# ---- design 1 ----
**Design 1: cell outlines without signal wires**

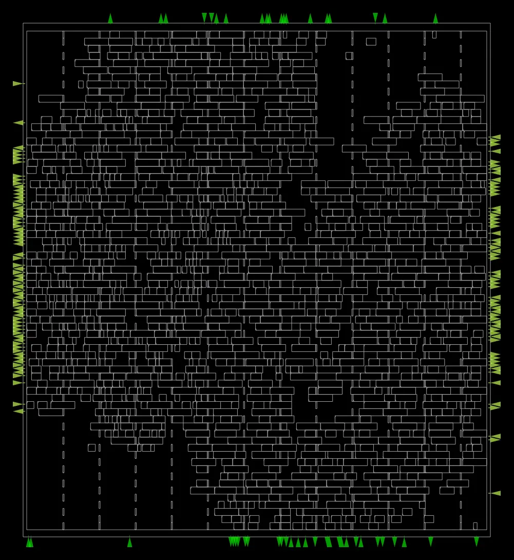

## config.mk

```make
export PLATFORM = sky130hd
export DESIGN_NAME = inst_fetch_flat
export DESIGN_NICKNAME = d
export VERILOG_FILES = /design/src/rtl/inst_fetch_if.sv /design/src/rtl/inst_fetch.sv /design/src/flat_wrapper.sv
export SDC_FILE = /design/constraint.sdc
export NUM_CORES = 1
export LEC_CHECK = 0
export ABC_AREA = 0
export ABC_CLOCK_PERIOD_IN_PS = 3500
export CORE_ASPECT_RATIO = 1.1
export CORE_UTILIZATION = 45
export CTS_BUF_LIST = sky130_fd_sc_hd__clkbuf_4 sky130_fd_sc_hd__clkbuf_8 sky130_fd_sc_hd__clkbuf_16
export DETAILED_ROUTE_END_ITERATION = 12
export PLACE_DENSITY = 0.7
export SYNTH_ARGS = -nofsm -noshare
export SYNTH_HDL_FRONTEND = slang
export SYNTH_SLANG_ARGS = --single-unit
```

## constraint.sdc

```tcl
create_clock -name clk -period 3.5 [get_ports clk]
set_input_delay 0.7 -clock clk [delete_from_list [all_inputs] [get_ports clk]]
set_output_delay 0.7 -clock clk [all_outputs]
set_load 0.03 [all_outputs]
```

## src/rtl/inst_fetch_if.sv

```systemverilog
// Bus bundles for the fetch stage: the instruction-memory read port and the
// {inst, pc} hand-off to decode. "master" is the fetch side of each bus.

interface inst_fetch_imem_if;
   logic        req;
   logic [31:0] addr;
   logic        gnt;
   logic        rvalid;
   logic [31:0] rdata;

   modport master (output req, addr, input gnt, rvalid, rdata);
   modport slave  (input req, addr, output gnt, rvalid, rdata);
endinterface

interface inst_fetch_dec_if;
   logic        valid;
   logic        ready;
   logic [31:0] inst;
   logic [31:0] pc;

   modport master (output valid, inst, pc, input ready);
   modport slave  (input valid, inst, pc, output ready);
endinterface

```

## src/rtl/inst_fetch.sv

```systemverilog
// Instruction fetch stage: issues in-order word reads, buffers responses in a
// small FIFO and hands {inst, pc} to decode; redirects flush everything.

module inst_fetch #(
   parameter logic [31:0] RESET_PC   = 32'hBFC0_0000,
   parameter int          FIFO_DEPTH = 4,
   parameter int          MAX_OUTST  = 2
) (
   input  logic                    clk,
   input  logic                    rst,
   inst_fetch_imem_if.master       imem,
   inst_fetch_dec_if.master        dec,
   input  logic                    redirect,
   input  logic [31:0]             redirect_pc
);

   localparam int PW = (FIFO_DEPTH > 1) ? $clog2(FIFO_DEPTH) : 1;
   localparam int CW = $clog2(FIFO_DEPTH + 1);
   localparam int OW = $clog2(MAX_OUTST + 1);

   typedef struct packed {
      logic [31:0] inst;
      logic [31:0] pc;
   } entry_t;

   logic [31:0]   pc_q, pc_d;
   logic [31:0]   resp_pc_q, resp_pc_d;
   logic [OW-1:0] outst_q, outst_d;
   logic [OW-1:0] drop_q, drop_d;
   logic [CW-1:0] count_q, count_d;
   logic [PW-1:0] rd_ptr_q, rd_ptr_d;
   logic [PW-1:0] wr_ptr_q, wr_ptr_d;
   entry_t        fifo_q [FIFO_DEPTH];
   entry_t        fifo_d [FIFO_DEPTH];

   logic   accept;
   logic   push;
   logic   pop;
   logic   fifo_empty;
   int     credits_used;
   entry_t head;
   logic   unused_pc_lsb;

   assign unused_pc_lsb = ^redirect_pc[1:0];

   // Credits count buffered words plus kept in-flight reads, so every kept response has a slot.
   assign credits_used = int'(count_q) + int'(outst_q) - int'(drop_q);
   assign fifo_empty   = (count_q == '0);

   assign imem.req  = rst && !redirect && (int'(outst_q) < MAX_OUTST)
                      && (credits_used < FIFO_DEPTH);
   assign imem.addr = pc_q;
   assign accept    = imem.req && imem.gnt;

   assign head      = fifo_q[rd_ptr_q];
   assign dec.valid = !fifo_empty;
   assign dec.inst  = fifo_empty ? 32'h0 : head.inst;
   assign dec.pc    = fifo_empty ? 32'h0 : head.pc;
   assign pop       = !fifo_empty && dec.ready && !redirect;

   always_comb begin
      pc_d      = pc_q;
      resp_pc_d = resp_pc_q;
      outst_d   = outst_q;
      drop_d    = drop_q;
      count_d   = count_q;
      rd_ptr_d  = rd_ptr_q;
      wr_ptr_d  = wr_ptr_q;
      fifo_d    = fifo_q;
      push      = 1'b0;

      if (redirect) begin
         pc_d      = {redirect_pc[31:2], 2'b00};
         resp_pc_d = {redirect_pc[31:2], 2'b00};
         count_d   = '0;
         rd_ptr_d  = '0;
         wr_ptr_d  = '0;
         outst_d   = outst_q - OW'(imem.rvalid);
         drop_d    = outst_d;
      end else begin
         if (accept) begin
            pc_d = pc_q + 32'd4;
         end
         outst_d = outst_q + OW'(accept) - OW'(imem.rvalid);
         if (imem.rvalid) begin
            if (drop_q != '0) begin
               drop_d = drop_q - OW'(1);
            end else begin
               push             = 1'b1;
               fifo_d[wr_ptr_q] = '{inst: imem.rdata, pc: resp_pc_q};
               wr_ptr_d         = wr_ptr_q + PW'(1);
               resp_pc_d        = resp_pc_q + 32'd4;
            end
         end
         if (pop) begin
            rd_ptr_d = rd_ptr_q + PW'(1);
         end
         count_d = count_q + CW'(push) - CW'(pop);
      end
   end

   always_ff @(posedge clk or negedge rst) begin
      if (!rst) begin
         pc_q      <= RESET_PC;
         resp_pc_q <= RESET_PC;
         outst_q   <= '0;
         drop_q    <= '0;
         count_q   <= '0;
         rd_ptr_q  <= '0;
         wr_ptr_q  <= '0;
         fifo_q    <= '{default: '0};
      end else begin
         pc_q      <= pc_d;
         resp_pc_q <= resp_pc_d;
         outst_q   <= outst_d;
         drop_q    <= drop_d;
         count_q   <= count_d;
         rd_ptr_q  <= rd_ptr_d;
         wr_ptr_q  <= wr_ptr_d;
         fifo_q    <= fifo_d;
      end
   end

endmodule
```

## src/flat_wrapper.sv

```systemverilog
// flat-port wrapper written by rule: the top's interface ports become plain ports
module inst_fetch_flat 
#(
   parameter logic [31:0] RESET_PC   = 32'hBFC0_0000,
   parameter int          FIFO_DEPTH = 4,
   parameter int          MAX_OUTST  = 2
)
  (clk, rst, redirect, redirect_pc, imem_req, imem_addr, imem_gnt, imem_rvalid, imem_rdata, dec_valid, dec_inst, dec_pc, dec_ready);
  inst_fetch_imem_if imem_i ();
  inst_fetch_dec_if dec_i ();
  input  logic clk;
  input  logic rst;
  input  logic redirect;
  input  logic [31:0] redirect_pc;
  output wire logic [$bits(imem_i.req)-1:0] imem_req;
  output wire logic [$bits(imem_i.addr)-1:0] imem_addr;
  input wire logic [$bits(imem_i.gnt)-1:0] imem_gnt;
  input wire logic [$bits(imem_i.rvalid)-1:0] imem_rvalid;
  input wire logic [$bits(imem_i.rdata)-1:0] imem_rdata;
  output wire logic [$bits(dec_i.valid)-1:0] dec_valid;
  output wire logic [$bits(dec_i.inst)-1:0] dec_inst;
  output wire logic [$bits(dec_i.pc)-1:0] dec_pc;
  input wire logic [$bits(dec_i.ready)-1:0] dec_ready;
  assign imem_req = imem_i.req;
  assign imem_addr = imem_i.addr;
  assign imem_i.gnt = imem_gnt;
  assign imem_i.rvalid = imem_rvalid;
  assign imem_i.rdata = imem_rdata;
  assign dec_valid = dec_i.valid;
  assign dec_inst = dec_i.inst;
  assign dec_pc = dec_i.pc;
  assign dec_i.ready = dec_ready;
  inst_fetch #(.RESET_PC(RESET_PC), .FIFO_DEPTH(FIFO_DEPTH), .MAX_OUTST(MAX_OUTST)) u_core (.clk(clk), .rst(rst), .imem(imem_i), .dec(dec_i), .redirect(redirect), .redirect_pc(redirect_pc));
endmodule
```

# ---- design 2 ----
File: src/rtl/counter_pkg.sv
// Shared types and defaults for the up counter and its prescaler.
package counter_pkg;

    typedef enum logic {
        CNT_WRAP = 1'b0,
        CNT_SAT  = 1'b1
    } cnt_mode_e;

    localparam int DEF_WIDTH = 4;

endpackage

File: src/rtl/tick_gen.sv
// Enable prescaler: one tick every PRESCALE enabled cycles, pass-through when PRESCALE=1.
module tick_gen #(
    parameter int PRESCALE = 1
) (
    input  logic clk,
    input  logic rst_n,
    input  logic en,
    input  logic restart,
    output logic tick
);

    generate
        if (PRESCALE == 1) begin : g_bypass
            logic unused_inputs;
            assign unused_inputs = &{1'b0, clk, rst_n, restart};
            assign tick = en;
        end else begin : g_presc
            localparam int PW = $clog2(PRESCALE);
            localparam logic [PW-1:0] LAST = PW'(PRESCALE - 1);

            logic [PW-1:0] presc;

            assign tick = en && (presc == LAST);

            // The phase only advances on enabled cycles, so a gap in en stretches the period.
            always_ff @(posedge clk or negedge rst_n) begin
                if (!rst_n) begin
                    presc <= '0;
                end else if (restart) begin
                    presc <= '0;
                end else if (en) begin
                    presc <= (presc == LAST) ? '0 : presc + PW'(1);
                end
            end
        end
    endgenerate

endmodule

File: src/rtl/counter_up_mod.sv
// Up counter with programmable terminal value, load/clear, wrap or saturate mode and prescaled enable.
module counter_up_mod
    import counter_pkg::*;
#(
    parameter int WIDTH    = DEF_WIDTH,
    parameter int PRESCALE = 1
) (
    input  logic             clk,
    input  logic             rst_n,
    input  logic             en,
    input  logic             clr,
    input  logic             load,
    input  logic [WIDTH-1:0] load_val,
    input  logic [WIDTH-1:0] max_val,
    input  cnt_mode_e        mode_sat,
    input  logic             ovf_clr,
    output logic [WIDTH-1:0] count,
    output logic             tc,
    output logic             wrap,
    output logic             ovf
);

    logic             tick;
    logic             restart;
    logic [WIDTH-1:0] count_next;
    logic             wrap_next;
    logic             ovf_set;

    assign restart = clr | load;

    tick_gen #(
        .PRESCALE(PRESCALE)
    ) u_tick_gen (
        .clk    (clk),
        .rst_n  (rst_n),
        .en     (en),
        .restart(restart),
        .tick   (tick)
    );

    // A count above a lowered max_val is terminal too, so the count never runs through 2^WIDTH.
    assign tc = (count >= max_val);

    always_comb begin
        count_next = count;
        wrap_next  = 1'b0;
        ovf_set    = 1'b0;
        if (clr) begin
            count_next = '0;
        end else if (load) begin
            count_next = (load_val > max_val) ? max_val : load_val;
        end else if (tick) begin
            if (count < max_val) begin
                count_next = count + WIDTH'(1);
            end else if (mode_sat == CNT_WRAP) begin
                count_next = '0;
                wrap_next  = 1'b1;
                ovf_set    = 1'b1;
            end else begin
                ovf_set    = 1'b1;
            end
        end
    end

    always_ff @(posedge clk or negedge rst_n) begin
        if (!rst_n) begin
            count <= '0;
            wrap  <= 1'b0;
            ovf   <= 1'b0;
        end else begin
            count <= count_next;
            wrap  <= wrap_next;
            ovf   <= ovf_set | (ovf & ~ovf_clr);
        end
    end

endmodule
File: config.mk
export PLATFORM = sky130hd
export DESIGN_NAME = counter_up_mod
export DESIGN_NICKNAME = d
export VERILOG_FILES = /design/src/rtl/counter_pkg.sv /design/src/rtl/tick_gen.sv /design/src/rtl/counter_up_mod.sv
export SDC_FILE = /design/constraint.sdc
export NUM_CORES = 1
export LEC_CHECK = 0
export CAP_MARGIN = 20
export CORE_MARGIN = 2
export CORE_UTILIZATION = 44
export DETAILED_ROUTE_END_ITERATION = 7
export GPL_TIMING_DRIVEN = 0
export PLACE_DENSITY = 0.78
export SLEW_MARGIN = 20
export SYNTH_ARGS = -nofsm -noshare
export SYNTH_HDL_FRONTEND = slang
export SYNTH_SLANG_ARGS = --single-unit
export TNS_END_PERCENT = 50
File: constraint.sdc
create_clock -name clk -period 1.9 [get_ports clk]
set_input_delay 0.19 -clock clk [delete_from_list [all_inputs] [get_ports clk]]
set_output_delay 0.19 -clock clk [all_outputs]
set_load 0.005 [all_outputs]
**Design 2: cells by drive strength**

Scale: 6 px per µm.
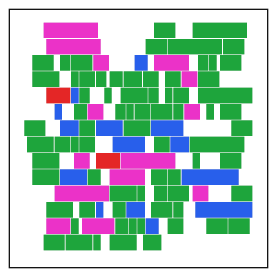
_2 cells -> blue  # cells 14, share 13%, most used inv_2
_6 and larger -> red  # cells 2, share 1.9%, most used buf_6
_0 and _1 cells -> green  # cells 74, share 71%, most used clkdlybuf4s50_1
_3 and _4 cells -> magenta  # cells 14, share 13%, most used ha_4
final design instance area without fill: 0.001050 mm²
layout-stage area growth over the synthesis result: 58.30%
Final WS setup: 12.16 ps
Repair and plain buffers: 27

==> run summary, design 2 <==
Implementation results

The floorplan step set the die width to 42.82 µm. The total power divided by cell area is 494.8 mW/mm². The number of cells reported by Yosys stat comes to 76. The layout net count is 130. The count of buffer and inverter cells on the critical path is 2. The clock distribution power is 0.110 mW. The largest fanout on the critical path is 6. Clock latency on the worst-skew pair, taken at its later pin, is 230 ps. The share of total power dissipated in the clock network is 0.212. The placer's final routability congestion estimate is 0.7485. The final report lists a non-filler cell total of 120. The run finished with clean final reports. Per the layout report, the design carries 109 filler cells.

The sequential cell area is 152.6 µm². Before any placement, the netlist area is recorded as 663.1 µm². The kind of cell with the highest combined delay along the critical path is buffers and inverters. The initial antenna violation count is 0.
-- design 2: final cells by class --
| cell class | instances | share of cell area |
|---|---|---|
| multi-input cells | 62 | 0.5352 |
| repair buffers | 25 | 0.2431 |
| flip-flops and latches | 6 | 0.1454 |
| clock buffers | 3 | 0.02145 |
| inverters | 6 | 0.02145 |
| well taps | 16 | 0.01907 |
| plain buffers | 2 | 0.01430 |
-- design 2: final timing paths --
check	start	end	slack (ps)	cells after the start
worst max register to register	count[1]	count[1]	100	7
max in group asynchronous	rst_n	count[1]	1490	1
min in group clk	load_val[0]	count[0]	350	3
worst max-delay path	load_val[3]	count[0]	10	7
worst min register to register	ovf	ovf	530	2
worst min-delay path	rst_n	count[2]	190	1
-- design 2: kinds of logic after synthesis --
group,after synthesis,share of synthesized area
AOI/OAI and AO/OA,25,0.3019
adders and majority gates,9,0.1698
buffers and inverters,8,0.05659
DFF,6,0.2264
muxes,1,0.02263
and+or+nand+nor,27,0.2227
-- design 2: registers in the layout (all words and copies together) (netlist names) --
register  count
count         4
wrap          1
ovf           1
**Design 1: floorplan with the power grid**

Scale: 2 px per µm. Pins as bars on the die edge.
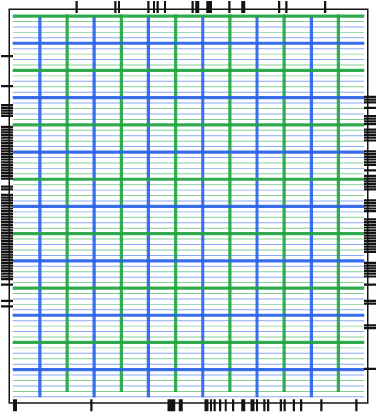
VDD -> green
VSS -> blue
met5 straps = 14
signal pins = 168
met4 straps = 12
rows = 70

About 'cell outlines without signal wires' of design 1:
well tap count: 432
Layout Utilization: 0.5718
Floorplan Core Area: 0.03346 mm²

==> run summary, design 1 <==
Implementation results

The initial antenna violation count came to 0. Of the total synthesized cell area, the portion taken by AND, OR, NAND and NOR gates is 0.07344. The fraction of the core area occupied by cells at floorplan is 0.4608. The maximum count of clock buffers along a single path is 3. The run finished, with violations left. The met3 global-route usage is 0.03430. The net switching power figure is 5.066 mW. Dividing the final minimum period by the clock period gives 1.042. After global routing the overflow that remains totals 0.

The average wire per cell in the routed design is 19.95 µm. The number of DRC violations after detailed-routing iteration 0 is 436. In the synthesized netlist, the cells that appear most often are sky130_fd_sc_hd__dfrtp_1, sky130_fd_sc_hd__mux2_2, sky130_fd_sc_hd__and2_1, sky130_fd_sc_hd__mux4_2, sky130_fd_sc_hd__clkbuf_1. The worst-case setup margin in the final layout is -148.7 ps. The OpenROAD warning count is 34. The smallest hold slack is 35.52 ps.

From the final report, the count of setup violators was given as 25. The global-route usage over all layers is 0.2028. The worst-case register-to-register setup slack is -150 ps.

The checks that failed: setup timing. Traced cell by cell, the critical path runs through ha_2 > fa_1 > ha_4 > a21oi_4 > inv_1 > nor2_1 > ha_1 > nand2_1 > or4b_4 > mux2_4 > a21oi_2 > or4b_1 > a31oi_1.
[design 1: cell type report]
class                      count  area [µm²]  share of cell area
inverter                      20       75.07            0.003924
clock inverter                13       153.9            0.008044
multi-input combinational    704        7213              0.3770
tap                          432       540.5             0.02825
clock buffer                  51        1075             0.05618
sequential                   319        8010              0.4187
timing repair buffer         211        2064              0.1079
[design 1: how the worst max path moves through the flow]
| stage | end | depth (start not counted) | slack (ps) | from |
|---|---|---|---|---|
| finish | u_core.imem.addr[31] | 13 | -150 | u_core.count_q[0] |
| global route | u_core.imem.addr[31] | 13 | -280 | u_core.count_q[0] |
| CTS | u_core.imem.addr[13] | 14 | -160 | u_core.count_q[0] |
| detailed placement | u_core.imem.addr[19] | 13 | -180 | u_core.count_q[0] |
| global placement | u_core.imem.addr[19] | 13 | -110 | u_core.count_q[0] |
| floorplan | u_core.imem.addr[19] | 13 | -40 | u_core.count_q[0] |
[design 1: power groups by stage]
stage | Sequential [mW] | Combinational [mW] | Clock (mW)
after floorplan | 5.15 | 4.01 | 0
after global placement | 5.28 | 5.84 | 0
after detailed placement | 5.33 | 5.94 | 0
after CTS | 5.25 | 6.09 | 3.97
after global routing | 5.36 | 6.56 | 4.11
final | 5.25 | 6.12 | 3.87

==> gallery <==
Routed metal per tile.
shot_01.png
Scale: 2 px per µm. The die is cut into 36 by 39 equal tiles; dark purple is low, yellow is high, scaled to the fullest tile. Values are wire area over tile area, all layers added.
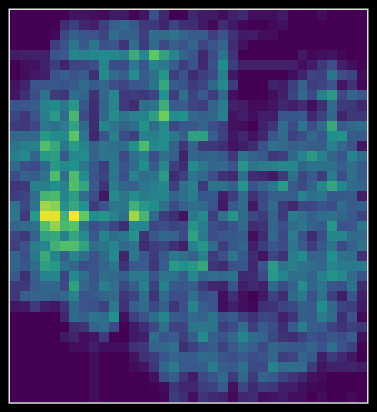
shot_02.png
Scale: 8 px per µm. The die is cut into 9 by 9 equal tiles; dark purple is low, yellow is high, scaled to the fullest tile. Values are wire area over tile area, all layers added.
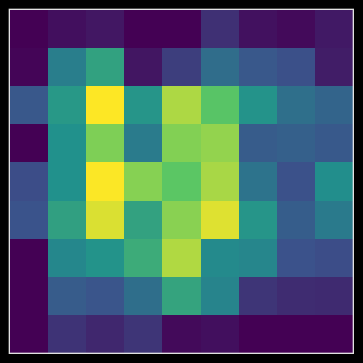
Of these, largest die: shot_01.png
design 1: shot_01.png
design 2: shot_02.png


# ---- design 3 ----
**Design 3: signal wires on met2**

Scale: 10 px per µm. Cells faint in the background.
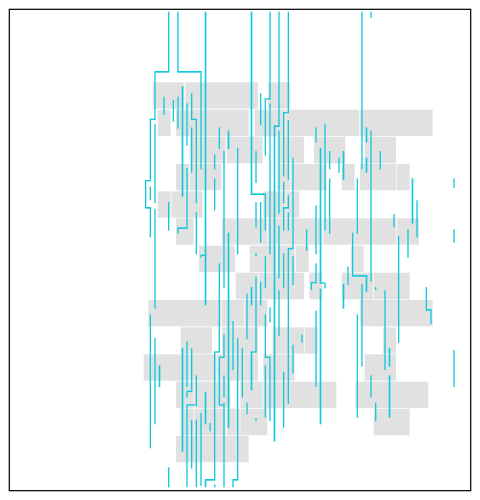

--- config.mk ---
export PLATFORM = sky130hd
export DESIGN_NAME = lfsr10
export DESIGN_NICKNAME = d
export VERILOG_FILES = /design/src/rtl/lfsr10.sv
export SDC_FILE = /design/constraint.sdc
export NUM_CORES = 1
export LEC_CHECK = 0
export CAP_MARGIN = 20
export CORE_AREA = 2 2 44 46
export DETAILED_ROUTE_END_ITERATION = 10
export DIE_AREA = 0 0 46 48
export DONT_BUFFER_PORTS = 1
export HOLD_SLACK_MARGIN = 0.12
export SKIP_LAST_GASP = 1
export SYNTH_ARGS = -nofsm -noshare
export SYNTH_HDL_FRONTEND = slang
export SYNTH_SLANG_ARGS = --single-unit
--- constraint.sdc ---
create_clock -name clk -period 3.4 [get_ports clk]
set_input_delay 0.68 -clock clk [delete_from_list [all_inputs] [get_ports clk]]
set_output_delay 0.68 -clock clk [all_outputs]
set_load 0.005 [all_outputs]
--- src/rtl/lfsr10.sv ---
// ---------------------------------------------------------------------------
// lfsr10 -- 10-bit maximal-length Fibonacci LFSR, polynomial x^10 + x^7 + 1.
//
// Free-running pseudo-random pattern source. It walks all 1023 non-zero
// states, so the period is 1023. It provides a run enable, a seed load, and a
// one-cycle wrap pulse each time the state comes back to SEED.
//
// Parameters
//   SEED    reset/restart state; must be non-zero (default 10'h3FF)
//
// Ports
//   clk     in   1   system clock; all state changes on the rising edge
//   rst     in   1   synchronous reset, active high
//   en      in   1   advance enable (tie high for free-running use)
//   ld      in   1   load seed_i into the register (takes priority over en)
//   seed_i  in   10  value to load when ld=1; zero is replaced by SEED
//   data_o  out  10  current LFSR state, driven straight from the register
//   wrap_o  out  1   registered pulse, high for one cycle when state == SEED
//
// Control interface: there is no valid/ready handshake. Each control input is
// sampled at every rising edge. The priority order is rst, then ld, then en.
// The effect of an edge shows up on data_o/wrap_o in the following cycle.
// ---------------------------------------------------------------------------
module lfsr10 #(
  parameter logic [9:0] SEED = 10'h3FF
) (
  input  logic       clk,
  input  logic       rst,
  input  logic       en,
  input  logic       ld,
  input  logic [9:0] seed_i,
  output logic [9:0] data_o,
  output logic       wrap_o
);

  logic [9:0] r_q;
  logic       r_wrap;

  logic       w_fb;
  logic [9:0] w_q_next;
  logic [9:0] w_load_val;

  // Shift-left step. Taps at bit 9 and bit 6 realise x^10 + x^7 + 1.
  // All-zero is the one state the XOR feedback can never leave. If it is ever
  // reached (for example through an upset), the next step restarts at SEED.
  always_comb begin
    w_fb     = r_q[9] ^ r_q[6];
    w_q_next = {r_q[8:0], w_fb};
    if (r_q == 10'd0) begin
      w_q_next = SEED;
    end
  end

  // A zero seed would lock the register up, so it is replaced by SEED.
  always_comb begin
    w_load_val = seed_i;
    if (seed_i == 10'd0) begin
      w_load_val = SEED;
    end
  end

  always_ff @(posedge clk) begin
    if (rst) begin
      r_q    <= SEED;
      r_wrap <= 1'b0;
    end else if (ld) begin
      r_q    <= w_load_val;
      r_wrap <= 1'b0;
    end else if (en) begin
      r_q    <= w_q_next;
      r_wrap <= (w_q_next == SEED);
    end else begin
      r_wrap <= 1'b0;
    end
  end

  assign data_o = r_q;
  assign wrap_o = r_wrap;

endmodule

# ---- design 4 ----
File: src/rtl/mvm_batch_ctrl.sv
// Batch MVM read-address sequencer: walks b (vector), r (matrix row), w (word)
// for a batch of vectors that all share one matrix block, and delays the
// per-element control flags by RD_LAT cycles so they line up with read data.
module mvm_batch_ctrl #(
    parameter int VEC_ADDRW = 8,
    parameter int MAT_ADDRW = 9,
    parameter int VEC_SIZEW = VEC_ADDRW + 1,
    parameter int MAT_SIZEW = MAT_ADDRW + 1,
    parameter int BATCHW    = 4,
    parameter int RD_LAT    = 2
) (
    input  logic                 clk,
    input  logic                 rst,
    input  logic                 start,
    output logic                 start_ready,
    input  logic [VEC_ADDRW-1:0] vec_start_addr,
    input  logic [VEC_SIZEW-1:0] vec_num_words,
    input  logic [MAT_ADDRW-1:0] mat_start_addr,
    input  logic [MAT_SIZEW-1:0] mat_num_rows_per_olane,
    input  logic [BATCHW-1:0]    num_vecs,
    input  logic                 stall,
    output logic [VEC_ADDRW-1:0] vec_raddr,
    output logic [MAT_ADDRW-1:0] mat_raddr,
    output logic                 accum_first,
    output logic                 accum_last,
    output logic                 ovalid,
    output logic [BATCHW-1:0]    vec_idx,
    output logic                 busy,
    output logic                 done
);

    typedef enum logic [1:0] {
        IDLE  = 2'd0,
        RUN   = 2'd1,
        DRAIN = 2'd2
    } state_t;

    localparam logic [VEC_SIZEW-1:0] W_ONE = VEC_SIZEW'(1);
    localparam logic [MAT_SIZEW-1:0] R_ONE = MAT_SIZEW'(1);
    localparam logic [BATCHW-1:0]    B_ONE = BATCHW'(1);

    state_t               state_q, state_d;
    logic [VEC_ADDRW-1:0] vec_raddr_q, vec_raddr_d;
    logic [MAT_ADDRW-1:0] mat_raddr_q, mat_raddr_d;
    logic [VEC_ADDRW-1:0] vec_base_q, vec_base_d;
    logic [MAT_ADDRW-1:0] mat_base_q, mat_base_d;
    logic [MAT_ADDRW-1:0] mat_start_q, mat_start_d;
    logic [VEC_SIZEW-1:0] w_num_q, w_num_d;
    logic [MAT_SIZEW-1:0] r_num_q, r_num_d;
    logic [BATCHW-1:0]    b_num_q, b_num_d;
    logic [VEC_SIZEW-1:0] w_cnt_q, w_cnt_d;
    logic [MAT_SIZEW-1:0] r_cnt_q, r_cnt_d;
    logic [BATCHW-1:0]    b_cnt_q, b_cnt_d;
    logic                 degen_done_q, degen_done_d;

    logic [RD_LAT-1:0]              pv_q, pv_d;
    logic [RD_LAT-1:0]              pf_q, pf_d;
    logic [RD_LAT-1:0]              pl_q, pl_d;
    logic [RD_LAT-1:0]              pfin_q, pfin_d;
    logic [RD_LAT-1:0][BATCHW-1:0]  pidx_q, pidx_d;

    logic                 issue;
    logic                 w_last, r_last, b_last;
    logic                 degenerate;
    logic [VEC_ADDRW-1:0] vec_step;
    logic [MAT_ADDRW-1:0] mat_step;

    // Loop-position decode and the per-vector / per-row address strides
    always_comb begin
        issue      = (state_q == RUN) && !stall;
        w_last     = (w_cnt_q == (w_num_q - W_ONE));
        r_last     = (r_cnt_q == (r_num_q - R_ONE));
        b_last     = (b_cnt_q == (b_num_q - B_ONE));
        degenerate = (vec_num_words == '0) || (mat_num_rows_per_olane == '0) || (num_vecs == '0);
        vec_step   = VEC_ADDRW'(w_num_q);
        mat_step   = MAT_ADDRW'(w_num_q);
    end

    // Next-state logic: job acceptance, nested b/r/w stepping of the address registers, drain exit
    always_comb begin
        state_d      = state_q;
        vec_raddr_d  = vec_raddr_q;
        mat_raddr_d  = mat_raddr_q;
        vec_base_d   = vec_base_q;
        mat_base_d   = mat_base_q;
        mat_start_d  = mat_start_q;
        w_num_d      = w_num_q;
        r_num_d      = r_num_q;
        b_num_d      = b_num_q;
        w_cnt_d      = w_cnt_q;
        r_cnt_d      = r_cnt_q;
        b_cnt_d      = b_cnt_q;
        degen_done_d = 1'b0;

        case (state_q)
            IDLE: begin
                if (start) begin
                    w_num_d     = vec_num_words;
                    r_num_d     = mat_num_rows_per_olane;
                    b_num_d     = num_vecs;
                    mat_start_d = mat_start_addr;
                    w_cnt_d     = '0;
                    r_cnt_d     = '0;
                    b_cnt_d     = '0;
                    if (degenerate) begin
                        degen_done_d = 1'b1;
                    end else begin
                        state_d     = RUN;
                        vec_raddr_d = vec_start_addr;
                        vec_base_d  = vec_start_addr;
                        mat_raddr_d = mat_start_addr;
                        mat_base_d  = mat_start_addr;
                    end
                end
            end
            RUN: begin
                if (!stall) begin
                    if (!w_last) begin
                        w_cnt_d     = w_cnt_q + W_ONE;
                        vec_raddr_d = vec_raddr_q + VEC_ADDRW'(1);
                        mat_raddr_d = mat_raddr_q + MAT_ADDRW'(1);
                    end else begin
                        w_cnt_d = '0;
                        if (!r_last) begin
                            r_cnt_d     = r_cnt_q + R_ONE;
                            mat_base_d  = mat_base_q + mat_step;
                            mat_raddr_d = mat_base_q + mat_step;
                            vec_raddr_d = vec_base_q;
                        end else begin
                            r_cnt_d     = '0;
                            mat_base_d  = mat_start_q;
                            mat_raddr_d = mat_start_q;
                            if (!b_last) begin
                                b_cnt_d     = b_cnt_q + B_ONE;
                                vec_base_d  = vec_base_q + vec_step;
                                vec_raddr_d = vec_base_q + vec_step;
                            end else begin
                                state_d = DRAIN;
                            end
                        end
                    end
                end
            end
            DRAIN: begin
                if (pv_q[RD_LAT-1] && pfin_q[RD_LAT-1]) begin
                    state_d = IDLE;
                end
            end
            default: state_d = IDLE;
        endcase
    end

    // Control delay line: stage 0 captures the issuing element (or a bubble), later stages shift
    always_comb begin
        pv_d      = pv_q;
        pf_d      = pf_q;
        pl_d      = pl_q;
        pfin_d    = pfin_q;
        pidx_d    = pidx_q;
        pv_d[0]   = issue;
        pf_d[0]   = issue && (w_cnt_q == '0);
        pl_d[0]   = issue && w_last;
        pfin_d[0] = issue && w_last && r_last && b_last;
        pidx_d[0] = issue ? b_cnt_q : '0;
        for (int i = 1; i < RD_LAT; i++) begin
            pv_d[i]   = pv_q[i-1];
            pf_d[i]   = pf_q[i-1];
            pl_d[i]   = pl_q[i-1];
            pfin_d[i] = pfin_q[i-1];
            pidx_d[i] = pidx_q[i-1];
        end
    end

    // State and datapath registers with synchronous active-low reset
    always_ff @(posedge clk) begin
        if (!rst) begin
            state_q      <= IDLE;
            vec_raddr_q  <= '0;
            mat_raddr_q  <= '0;
            vec_base_q   <= '0;
            mat_base_q   <= '0;
            mat_start_q  <= '0;
            w_num_q      <= '0;
            r_num_q      <= '0;
            b_num_q      <= '0;
            w_cnt_q      <= '0;
            r_cnt_q      <= '0;
            b_cnt_q      <= '0;
            degen_done_q <= 1'b0;
            pv_q         <= '0;
            pf_q         <= '0;
            pl_q         <= '0;
            pfin_q       <= '0;
            pidx_q       <= '0;
        end else begin
            state_q      <= state_d;
            vec_raddr_q  <= vec_raddr_d;
            mat_raddr_q  <= mat_raddr_d;
            vec_base_q   <= vec_base_d;
            mat_base_q   <= mat_base_d;
            mat_start_q  <= mat_start_d;
            w_num_q      <= w_num_d;
            r_num_q      <= r_num_d;
            b_num_q      <= b_num_d;
            w_cnt_q      <= w_cnt_d;
            r_cnt_q      <= r_cnt_d;
            b_cnt_q      <= b_cnt_d;
            degen_done_q <= degen_done_d;
            pv_q         <= pv_d;
            pf_q         <= pf_d;
            pl_q         <= pl_d;
            pfin_q       <= pfin_d;
            pidx_q       <= pidx_d;
        end
    end

    assign vec_raddr   = vec_raddr_q;
    assign mat_raddr   = mat_raddr_q;
    assign ovalid      = pv_q[RD_LAT-1];
    assign accum_first = pf_q[RD_LAT-1];
    assign accum_last  = pl_q[RD_LAT-1];
    assign vec_idx     = pidx_q[RD_LAT-1];
    assign busy        = (state_q != IDLE);
    assign start_ready = (state_q == IDLE);
    assign done        = degen_done_q || (pv_q[RD_LAT-1] && pfin_q[RD_LAT-1]);

endmodule

File: config.mk
export PLATFORM = sky130hd
export DESIGN_NAME = mvm_batch_ctrl
export DESIGN_NICKNAME = d
export VERILOG_FILES = /design/src/rtl/mvm_batch_ctrl.sv
export SDC_FILE = /design/constraint.sdc
export NUM_CORES = 1
export LEC_CHECK = 0
export CORE_MARGIN = 4
export CORE_UTILIZATION = 42
export CTS_CLUSTER_DIAMETER = 30
export DETAILED_ROUTE_END_ITERATION = 7
export PLACE_DENSITY_LB_ADDON = 0.1
export SLEW_MARGIN = 20
export SYNTH_ARGS = -nofsm -noshare
export SYNTH_HDL_FRONTEND = slang
export SYNTH_SLANG_ARGS = --single-unit
File: constraint.sdc
create_clock -name clk -period 3.1 [get_ports clk]
set_input_delay 0.62 -clock clk [delete_from_list [all_inputs] [get_ports clk]]
set_output_delay 0.62 -clock clk [all_outputs]
set_load 0.05 [all_outputs]
**Design 3: cells by drive strength**

Scale: 6 px per µm.
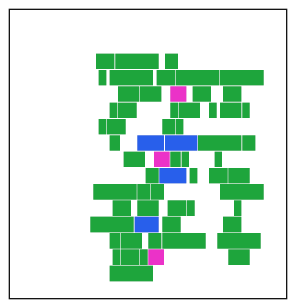
_2 cells -> blue  # cells 4, share 6.3%
_0 and _1 cells -> green  # cells 56, share 89%, most used dfxtp_1
_3 and _4 cells -> magenta  # cells 3, share 4.8%, most used clkbuf_4

Notes on 'signal wires on met2' of design 3 above:
main direction = vertical
wire length on this layer = 768 µm
longest straight run = 31.5 µm
share of all routed wire = 51%
nets with wire on the layer = 64
final routed wirelength across all metal layers: 1.492 mm
vias: 519

==> run summary, design 3 <==
Implementation results

The period utilization is 0.4507. In the final report, the number of pins over their slew limit comes to 0. In the detailed route, the total length drawn on met2 is 768 µm.

By instance count after routing, the leading logic cell types are sky130_fd_sc_hd__dfxtp_1, sky130_fd_sc_hd__nand2_1, sky130_fd_sc_hd__mux2i_1. The count of buffer and inverter cells on the critical path is 0. The stage delay of the slowest cell on the critical path is 490 ps.

The design area is 621.8 µm². The area occupied by multi-input gates is 350.3 µm². The finished layout holds 80 standard cells, fillers aside. Timing analysis after detailed placement gives a worst setup slack of 1702 ps. The critical path in the final layout is reported with a setup slack of 1867 ps. Fill cells in the final layout number 170. The flow ran to the end, and the final reports show no timing, DRC or antenna violations. Setup repair after global routing left no endpoint under its margin.

The cell sitting at the root of the clock tree is a sky130_fd_sc_hd__clkbuf_4. CTS reports a maximum clock tree buffer depth of 2. Yosys mapped the design onto 22 distinct sky130hd cell types.

The sequential share of the synthesized area is 0.3753.
## design 3: synth_stat cells (all sizes together)
master	count
a211o	1
dfxtp	11
nand4	3
o2111ai	8
mux2i	9
nor2	2
a31oi	1
xnor2	1
mux2	1
nand4b	1
or3	1
buf	1
nand2	10
nor4	3
inv	1
nor3	1
a2111oi	1
clkbuf	2
nand3	2
nor4b	1
nor2b	1
## design 3: path summary, 6_finish.rpt
check	endpoint	slack [ps]	cells after the start
max	data_o[6]	1870	3
min	wrap_o	470	1
max reg2reg	data_o[6]	1870	3
min reg2reg	data_o[3]	660	2
## design 3: final cells by class
class | count | share of cell area
Clock buffer | 4 | 0.04225
Inverter | 1 | 0.006036
Sequential cell | 11 | 0.3541
Multi-Input combinational cell | 47 | 0.5634
Tap cell | 17 | 0.03421
## design 3: kinds of logic after synthesis
group,Yosys count,synth area share
and+or+nand+nor,25,0.2282
AOI/OAI and AO/OA,11,0.1812
DFF,11,0.3753
muxes,10,0.1727
buffers and inverters,4,0.02771
xor gates and xnor gates,1,0.01493
## design 3: sequential cells by signal, summed over array words and instances, names as in the netlist
signal	flops
data_o	10
wrap_o	1
**Design 4: floorplan with the power grid**

Scale: 4 px per µm. Pins as bars on the die edge.
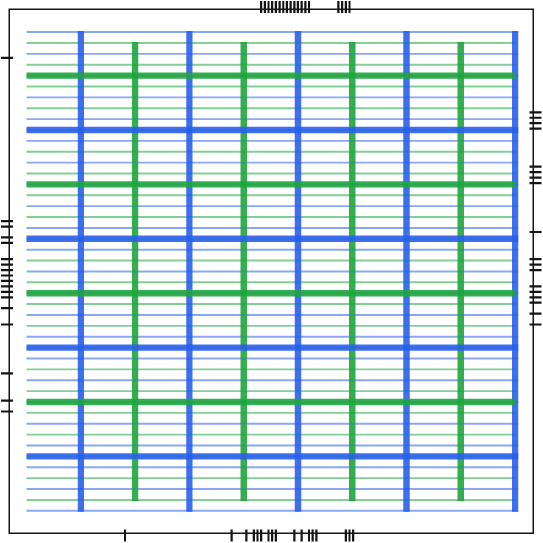
VDD -> green
VSS -> blue
met4 straps = 9
met5 straps = 8
signal pins = 71
rows = 44
met1 rails = 45
height of the die: 130.6 µm
Die X: 130.6 µm
Floorplan Core Area: 0.01464 mm²
IR drop worst, VDD: 0.2883 mV

**Design 4: cells by drive strength**

Scale: 2 px per µm.
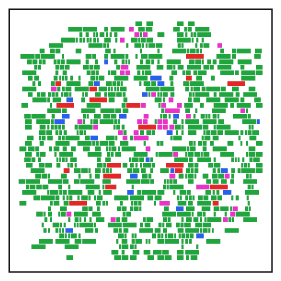
_0 and _1 cells -> green  # cells 779, share 90%, most used nand2_1
_3 and _4 cells -> magenta  # cells 42, share 4.9%, most used buf_4
_6 and larger -> red  # cells 18, share 2.1%, most used clkbuf_16
_2 cells -> blue  # cells 22, share 2.6%, most used mux2_2
Repair and plain buffers: 107
Final WS setup: 181.5 ps
layout-stage area growth over the synthesis result: 21.41%
final design instance area without fill: 0.007670 mm²

==> run summary, design 4 <==
Implementation results

The worst-case headroom to the max-slew limit is 0.5170. During placement, the flow inserted port buffers numbering 70. The routed design shows a via density per instance of 5.594. The combinational family with the most area after synthesis is simple AND/OR/NAND/NOR gates. For reference, the clock transition at the flip-flops on the worst setup and hold paths is 80 ps.

Across the routed clock network, the largest skew measured is 8.893 ps. The detailed router reported a total wirelength of 18.04 mm. The fraction of synthesis flops using an asynchronous set or reset pin is 0.

The met3 global-route usage is 0.05325. The first TritonRoute pass finished after 5 iterations. For reference, the final report shows the max-slew violation count at 0. The most common library cell in the layout ignoring fill and taps is sky130_fd_sc_hd__nand2_1. Per the detail_route log, the uppermost layer with routed signals is met4.

The TritonCTS clock tree is done. The residual overflow from global routing is 0. The most critical setup path has its endpoint at vec_raddr[6].

The launch point of the worst min-delay path is recorded as pidx_d[5]. The number of vias after detailed routing is 5846. The average cell area after synthesis is 8.068 µm². The critical path is of the register to register type. The OpenROAD warning count is 27.

The smallest hold slack is 436.1 ps. The fraction of the core area occupied by cells at floorplan is 0.4314. The number of primary I/O pins is 71. The simple-gate area share of the yosys netlist is 0.2307. The synthesized design contains 0 enable-type register cells. The sink count of the clock tree is 108.

The clock H-tree reported by CTS has 3 levels. The area share of xor/xnor cells in the synthesized design is 0.08041. The synthesized cell area is 0.006317 mm². The number of antenna diodes in the final layout is 0.

The endpoint type of the worst setup path is a register. The number of cells on the worst reg-to-reg path is 11. The run finished with clean final reports. The critical path starts at r_num_q[0]. In this run the worst hold path is classified as register to register. The startpoint of the worst register-to-register path is r_num_q[0]. The flip-flop and latch count after synthesis is 108. Per the placement report, the placed cell count is 1029.
design 4: cell type report:
type	instances	area, µm²
inverters	29	108.9
repair buffers	107	998.5
well taps	184	230.2
clock inverters	7	73.82
multi-input cells	601	3871
clock buffers	9	225.2
flip-flops and latches	108	2162
fillers	1395	6974
design 4: Yosys cell counts (all sizes together) (12+ instances only):
library cell  instances  area share
xor2                 34       0.047
nand2               123       0.073
inv                  29       0.017
nor3                 18       0.014
buf                  12       0.014
nand4                14       0.016
ha                   24       0.048
nand3                25       0.021
a31oi                13       0.013
xnor2                24       0.033
and2                 18       0.018
o21ai                32       0.026
a21oi                62       0.050
clkbuf               33       0.020
nor2                 46       0.027
mux2i                16       0.025
dfxtp               108        0.34
design 4: worst max-delay path: cells and delay by family (launching register included):
family / cells / cell delay [ps]
simple gates: 3 / 870
fa+ha+maj: 1 / 280
buf+inv: 2 / 260
flops: 1 / 440
xor+xnor: 1 / 170
compound gates: 4 / 810
design 4: what timing repair did:
item	CTS	global route
hold buffers	0	0
endpoints found under the setup margin	0	27
buffers inserted	0	0
gates resized	0	7
design 4: report_power, final:
part	switching (mW)	total [mW]	internal (mW)
combinational	0.450	0.780	0.330
sequential	0.0850	1.54	1.46
clock	0.609	1.19	0.577

# ---- design 5 ----
## config.mk

```make
export PLATFORM = sky130hd
export DESIGN_NAME = contador_arbiter
export DESIGN_NICKNAME = d
export VERILOG_FILES = /design/src/rtl/contador_arbiter_pkg.sv /design/src/rtl/contador_arbiter_counter.sv /design/src/rtl/contador_arbiter.sv
export SDC_FILE = /design/constraint.sdc
export NUM_CORES = 1
export LEC_CHECK = 0
export CELL_PAD_IN_SITES_DETAIL_PLACEMENT = 0
export CELL_PAD_IN_SITES_GLOBAL_PLACEMENT = 1
export CORE_UTILIZATION = 36
export CTS_CLUSTER_SIZE = 16
export DETAILED_ROUTE_END_ITERATION = 7
export PLACE_DENSITY = 0.81
export SETUP_SLACK_MARGIN = 0.3
export SKIP_CTS_REPAIR_TIMING = 1
export SLEW_MARGIN = 0
export SYNTH_ARGS = -nofsm -noshare
export SYNTH_HDL_FRONTEND = slang
export SYNTH_SLANG_ARGS = --single-unit
export TNS_END_PERCENT = 100
```

## constraint.sdc

```tcl
create_clock -name clk -period 2.3 [get_ports clk]
set_input_delay 0.69 -clock clk [delete_from_list [all_inputs] [get_ports clk]]
set_output_delay 0.69 -clock clk [all_outputs]
set_load 0.1 [all_outputs]
```

## src/rtl/contador_arbiter_pkg.sv

```systemverilog
// rtl/contador_arbiter_pkg.sv - shared state encoding and parameter defaults
package contador_arbiter_pkg;

   localparam int DEF_NREQ  = 3;
   localparam int DEF_WIDTH = 4;

   typedef enum logic [1:0] {
      IDLE  = 2'd0,
      COUNT = 2'd1,
      DONE  = 2'd2
   } state_e;

endpackage

```

## src/rtl/contador_arbiter_counter.sv

```systemverilog
// rtl/contador_arbiter_counter.sv - shared counter with clear, enable and terminal compare
module contador_arbiter_counter
   import contador_arbiter_pkg::*;
#(
   parameter int WIDTH = DEF_WIDTH
) (
   input  logic             clk,
   input  logic             reset,
   input  logic             clr,
   input  logic             en,
   input  logic [WIDTH-1:0] target,
   output logic [WIDTH-1:0] count,
   output logic             at_target
);

   logic [WIDTH-1:0] count_q;
   logic [WIDTH-1:0] count_d;

   always_comb begin
      count_d = count_q;
      if (clr) begin
         count_d = '0;
      end else if (en) begin
         count_d = count_q + WIDTH'(1);
      end
   end

   always_ff @(posedge clk) begin
      if (reset) begin
         count_q <= '0;
      end else begin
         count_q <= count_d;
      end
   end

   assign count     = count_q;
   assign at_target = (count_q == target);

endmodule

```

## src/rtl/contador_arbiter.sv

```systemverilog
// rtl/contador_arbiter.sv - round-robin arbiter granting a shared counter to one requester at a time
module contador_arbiter
   import contador_arbiter_pkg::*;
#(
   parameter int NREQ  = DEF_NREQ,
   parameter int WIDTH = DEF_WIDTH
) (
   input  logic                  clk,
   input  logic                  reset,
   input  logic [NREQ-1:0]       req,
   input  logic [NREQ*WIDTH-1:0] len,
   output logic [NREQ-1:0]       gnt,
   output logic [WIDTH-1:0]      count,
   output logic                  busy,
   output logic [NREQ-1:0]       done
);

   localparam int IDXW = (NREQ > 1) ? $clog2(NREQ) : 1;

   state_e           state_q,  state_d;
   logic [NREQ-1:0]  gnt_q,    gnt_d;
   logic [IDXW-1:0]  winner_q, winner_d;
   logic [IDXW-1:0]  last_q,   last_d;
   logic [WIDTH-1:0] target_q, target_d;

   logic             rr_found;
   logic [IDXW-1:0]  rr_idx;
   logic             cnt_clr;
   logic             cnt_en;
   logic             at_target;

   // Search begins just after the previous winner so every requester gets a turn.
   always_comb begin
      rr_found = 1'b0;
      rr_idx   = '0;
      for (int off = 1; off <= NREQ; off++) begin
         if (!rr_found && req[(int'(last_q) + off) % NREQ]) begin
            rr_found = 1'b1;
            rr_idx   = IDXW'((int'(last_q) + off) % NREQ);
         end
      end
   end

   always_comb begin
      state_d  = state_q;
      gnt_d    = gnt_q;
      winner_d = winner_q;
      last_d   = last_q;
      target_d = target_q;
      cnt_clr  = 1'b0;
      cnt_en   = 1'b0;
      case (state_q)
         IDLE: begin
            cnt_clr = 1'b1;
            if (rr_found) begin
               state_d  = COUNT;
               winner_d = rr_idx;
               gnt_d    = NREQ'(1) << rr_idx;
               target_d = len[int'(rr_idx)*WIDTH +: WIDTH];
            end
         end
         COUNT: begin
            // A dropped request wins over reaching the terminal count.
            if (!req[winner_q]) begin
               state_d = IDLE;
               gnt_d   = '0;
               last_d  = winner_q;
               cnt_clr = 1'b1;
            end else if (at_target) begin
               state_d = DONE;
            end else begin
               cnt_en = 1'b1;
            end
         end
         DONE: begin
            state_d = IDLE;
            gnt_d   = '0;
            last_d  = winner_q;
            cnt_clr = 1'b1;
         end
         default: begin
            state_d = IDLE;
            gnt_d   = '0;
            cnt_clr = 1'b1;
         end
      endcase
   end

   always_ff @(posedge clk) begin
      if (reset) begin
         state_q  <= IDLE;
         gnt_q    <= '0;
         winner_q <= '0;
         last_q   <= IDXW'(NREQ - 1);
         target_q <= '0;
      end else begin
         state_q  <= state_d;
         gnt_q    <= gnt_d;
         winner_q <= winner_d;
         last_q   <= last_d;
         target_q <= target_d;
      end
   end

   contador_arbiter_counter #(
      .WIDTH(WIDTH)
   ) u_counter (
      .clk      (clk),
      .reset    (reset),
      .clr      (cnt_clr),
      .en       (cnt_en),
      .target   (target_q),
      .count    (count),
      .at_target(at_target)
   );

   assign gnt  = gnt_q;
   assign busy = (state_q != IDLE);
   assign done = (state_q == DONE) ? gnt_q : '0;

endmodule

```

**Design 5: cell outlines without signal wires**

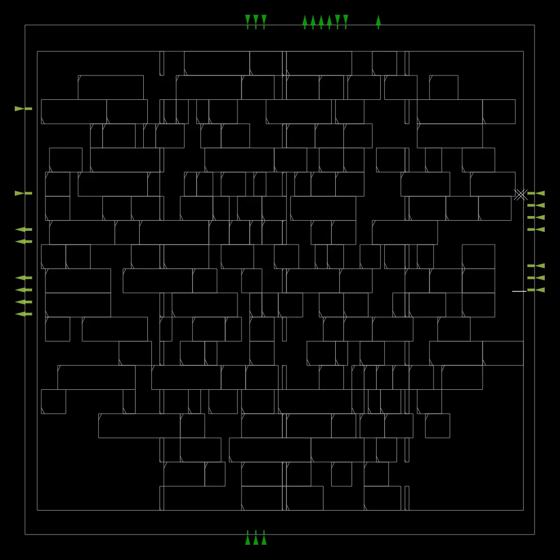
Floorplan Core Area: 0.002829 mm²
fin cells: 197

==> run summary <==
Implementation results

The final clock skew is 2.683 ps. During I/O placement, the number of pins put on the boundary was 28. The number of buffers created by CTS is 3. The cell class with the largest area share is logic gates. The critical path starts at last_q[0]. The DRC violation total left in the routed layout is recorded as 3. The number of hold violations in the final report is 0. The fraction of the core area occupied by cells at floorplan is 0.3901. The uppermost metal layer occupied by signal nets is met4. The number of routed nets with antenna violations is 0. The area fraction of the largest cell type after synthesis is 0.3084. The total of endpoints with negative setup slack in the final report is 0. The transition at the pin with the smallest max-transition slack is 395.6 ps. The number of vias after detailed routing is 1036. For this run, global-route usage on met1 was measured as 0.2382. The worst-case register-to-register setup slack is 310 ps. The die extent in y is 57.37 µm. The die width is 57.37 µm. Switching power as a fraction of the total was reported as 0.4841. The final standard cell utilization of the core is 0.5989. After layout, the buffer instance count without clock buffers stands at 41. The TritonCTS clock tree is done. The clock distribution power is 0.169 mW. The register clock-pin slew on the reported worst setup and hold paths is 110 ps. The clock root buffer master is sky130_fd_sc_hd__clkbuf_4. Detailed placement ended at an HPWL of 2.166 mm. The instance tally after logic synthesis is 124. The most common library cell in the layout ignoring fill and taps is sky130_fd_sc_hd__buf_4. The layout multi-input combinational cell count is 97. The number of maximum-capacitance constraint violations is 0. The design area is 0.001694 mm².

Looking at the clock tree report, the H-tree level count equals 1. The number of nets handed over by synthesis was 146. The final routed wirelength across all metal layers is 2.855 mm. After synthesis, the chip area reported by Yosys is 0.001104 mm². The period utilization is 0.8660. There are 17 flip-flops and latches. In the post-synthesis netlist, the biggest area contributors are sky130_fd_sc_hd__dfxtp_1, sky130_fd_sc_hd__mux2i_1, sky130_fd_sc_hd__ha_1. Max fanout on the critical path was recorded as 8. The relative contribution of the clock network to total power is 0.081. The report lists the power per cell area as 1231 mW/mm².

Cell internal power was estimated by the tool at 1.075 mW. The chip occupies 0.003291 mm². For reference, the post-synthesis area per instance comes to 8.900 µm². The standard-cell row count is 19. The final timing report lists a max-slew violation count of 0. The sink count of the clock tree is 17. Counting flops and latches in the post-synthesis netlist gives 17.

Adding up every negative setup slack in the final design gives 0 ps. Looking at the global route congestion table, the highest-usage layer is met2. The skew report gives the latency at the later pin of the worst-skew pair as 300 ps. The flow ran to the end, but the final reports show violations. The tap cell count is 31.

The gate-level netlist out of Yosys references 36 unique cell types. After layout, the design draws a total of 2.085 mW. In the final layout, the fill cell count is 247. The area taken by sequential standard cells is reported as 351.6 µm². The count of buffer and inverter cells on the critical path is 2. Ranked by instance count, the synthesized netlist is headed by sky130_fd_sc_hd__dfxtp_1, sky130_fd_sc_hd__nor2_1, sky130_fd_sc_hd__mux2i_1.

The via count of the first global-routing pass was 1008. The total leakage power is 0.6947 nW. In this run the cell area of the synthesized design comes to 0.001104 mm². The checks that failed: DRC.

The stage delay of the slowest cell on the critical path is 390 ps. The non-clock buffer share of cell area is 0.2511. On the critical path the largest part of the delay comes from AND-OR/OR-AND gates. Of the total standard cell area in the layout, the sequential portion is 0.2075. The largest share of the power goes to combinational logic.
## state kept, by name, summed over array words and instances (netlist names)
signal / count
gnt: 3
last_q: 2
state_q: 2
target_q: 4
u_counter.count: 4
winner_q: 2
## how the worst min path moves through the flow
stage	startpoint	depth (start not counted)	endpoint	slack, ps
2_1_floorplan	target_q[3]	2	target_q[3]	470
3_3_place_gp	gnt[2]	1	gnt[2]	450
3_5_place_dp	gnt[2]	1	gnt[2]	460
4_1_cts	gnt[2]	1	gnt[2]	480
5_1_grt	gnt[0]	1	gnt[0]	500
6_report	gnt[1]	1	gnt[1]	480
## kinds of logic (layout without fill, tap and decap cells)
| logic type | count (synthesis) | count (layout) | synth area share |
|---|---|---|---|
| AND/OR/NAND/NOR | 47 | 47 | 0.2438 |
| AND-OR/OR-AND | 26 | 26 | 0.1735 |
| flip-flops | 17 | 17 | 0.3084 |
| multiplexers | 12 | 12 | 0.1088 |
| buffers and inverters | 10 | 52 | 0.05329 |
| XOR/XNOR | 7 | 7 | 0.05556 |
| adder cells (fa/ha/maj) | 5 | 5 | 0.05669 |


## Gallery

Routed metal per tile.
picture 1
Scale: 3 px per µm. The die is cut into 26 by 26 equal tiles; dark purple is low, yellow is high, scaled to the fullest tile. Values are wire area over tile area, all layers added.
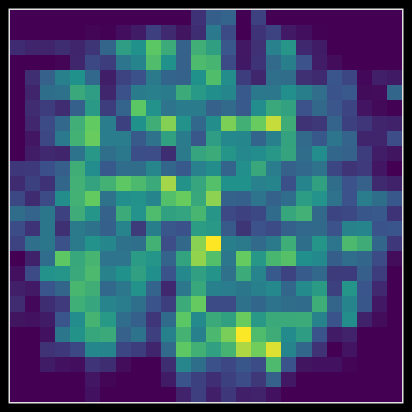
picture 2
Scale: 8 px per µm. The die is cut into 9 by 10 equal tiles; dark purple is low, yellow is high, scaled to the fullest tile. Values are wire area over tile area, all layers added.
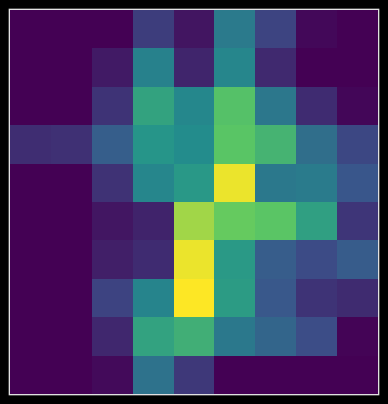
picture 3
Scale: 6 px per µm. The die is cut into 11 by 11 equal tiles; dark purple is low, yellow is high, scaled to the fullest tile. Values are wire area over tile area, all layers added.
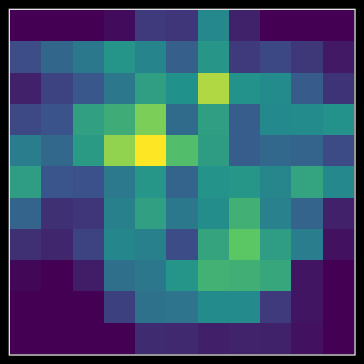
Picture 1 is design 4.
Picture 2 is design 3.
Picture 3 is design 5.
- largest die: picture 1
- smallest die: picture 2

Power is estimated from default activity; no workload was simulated.
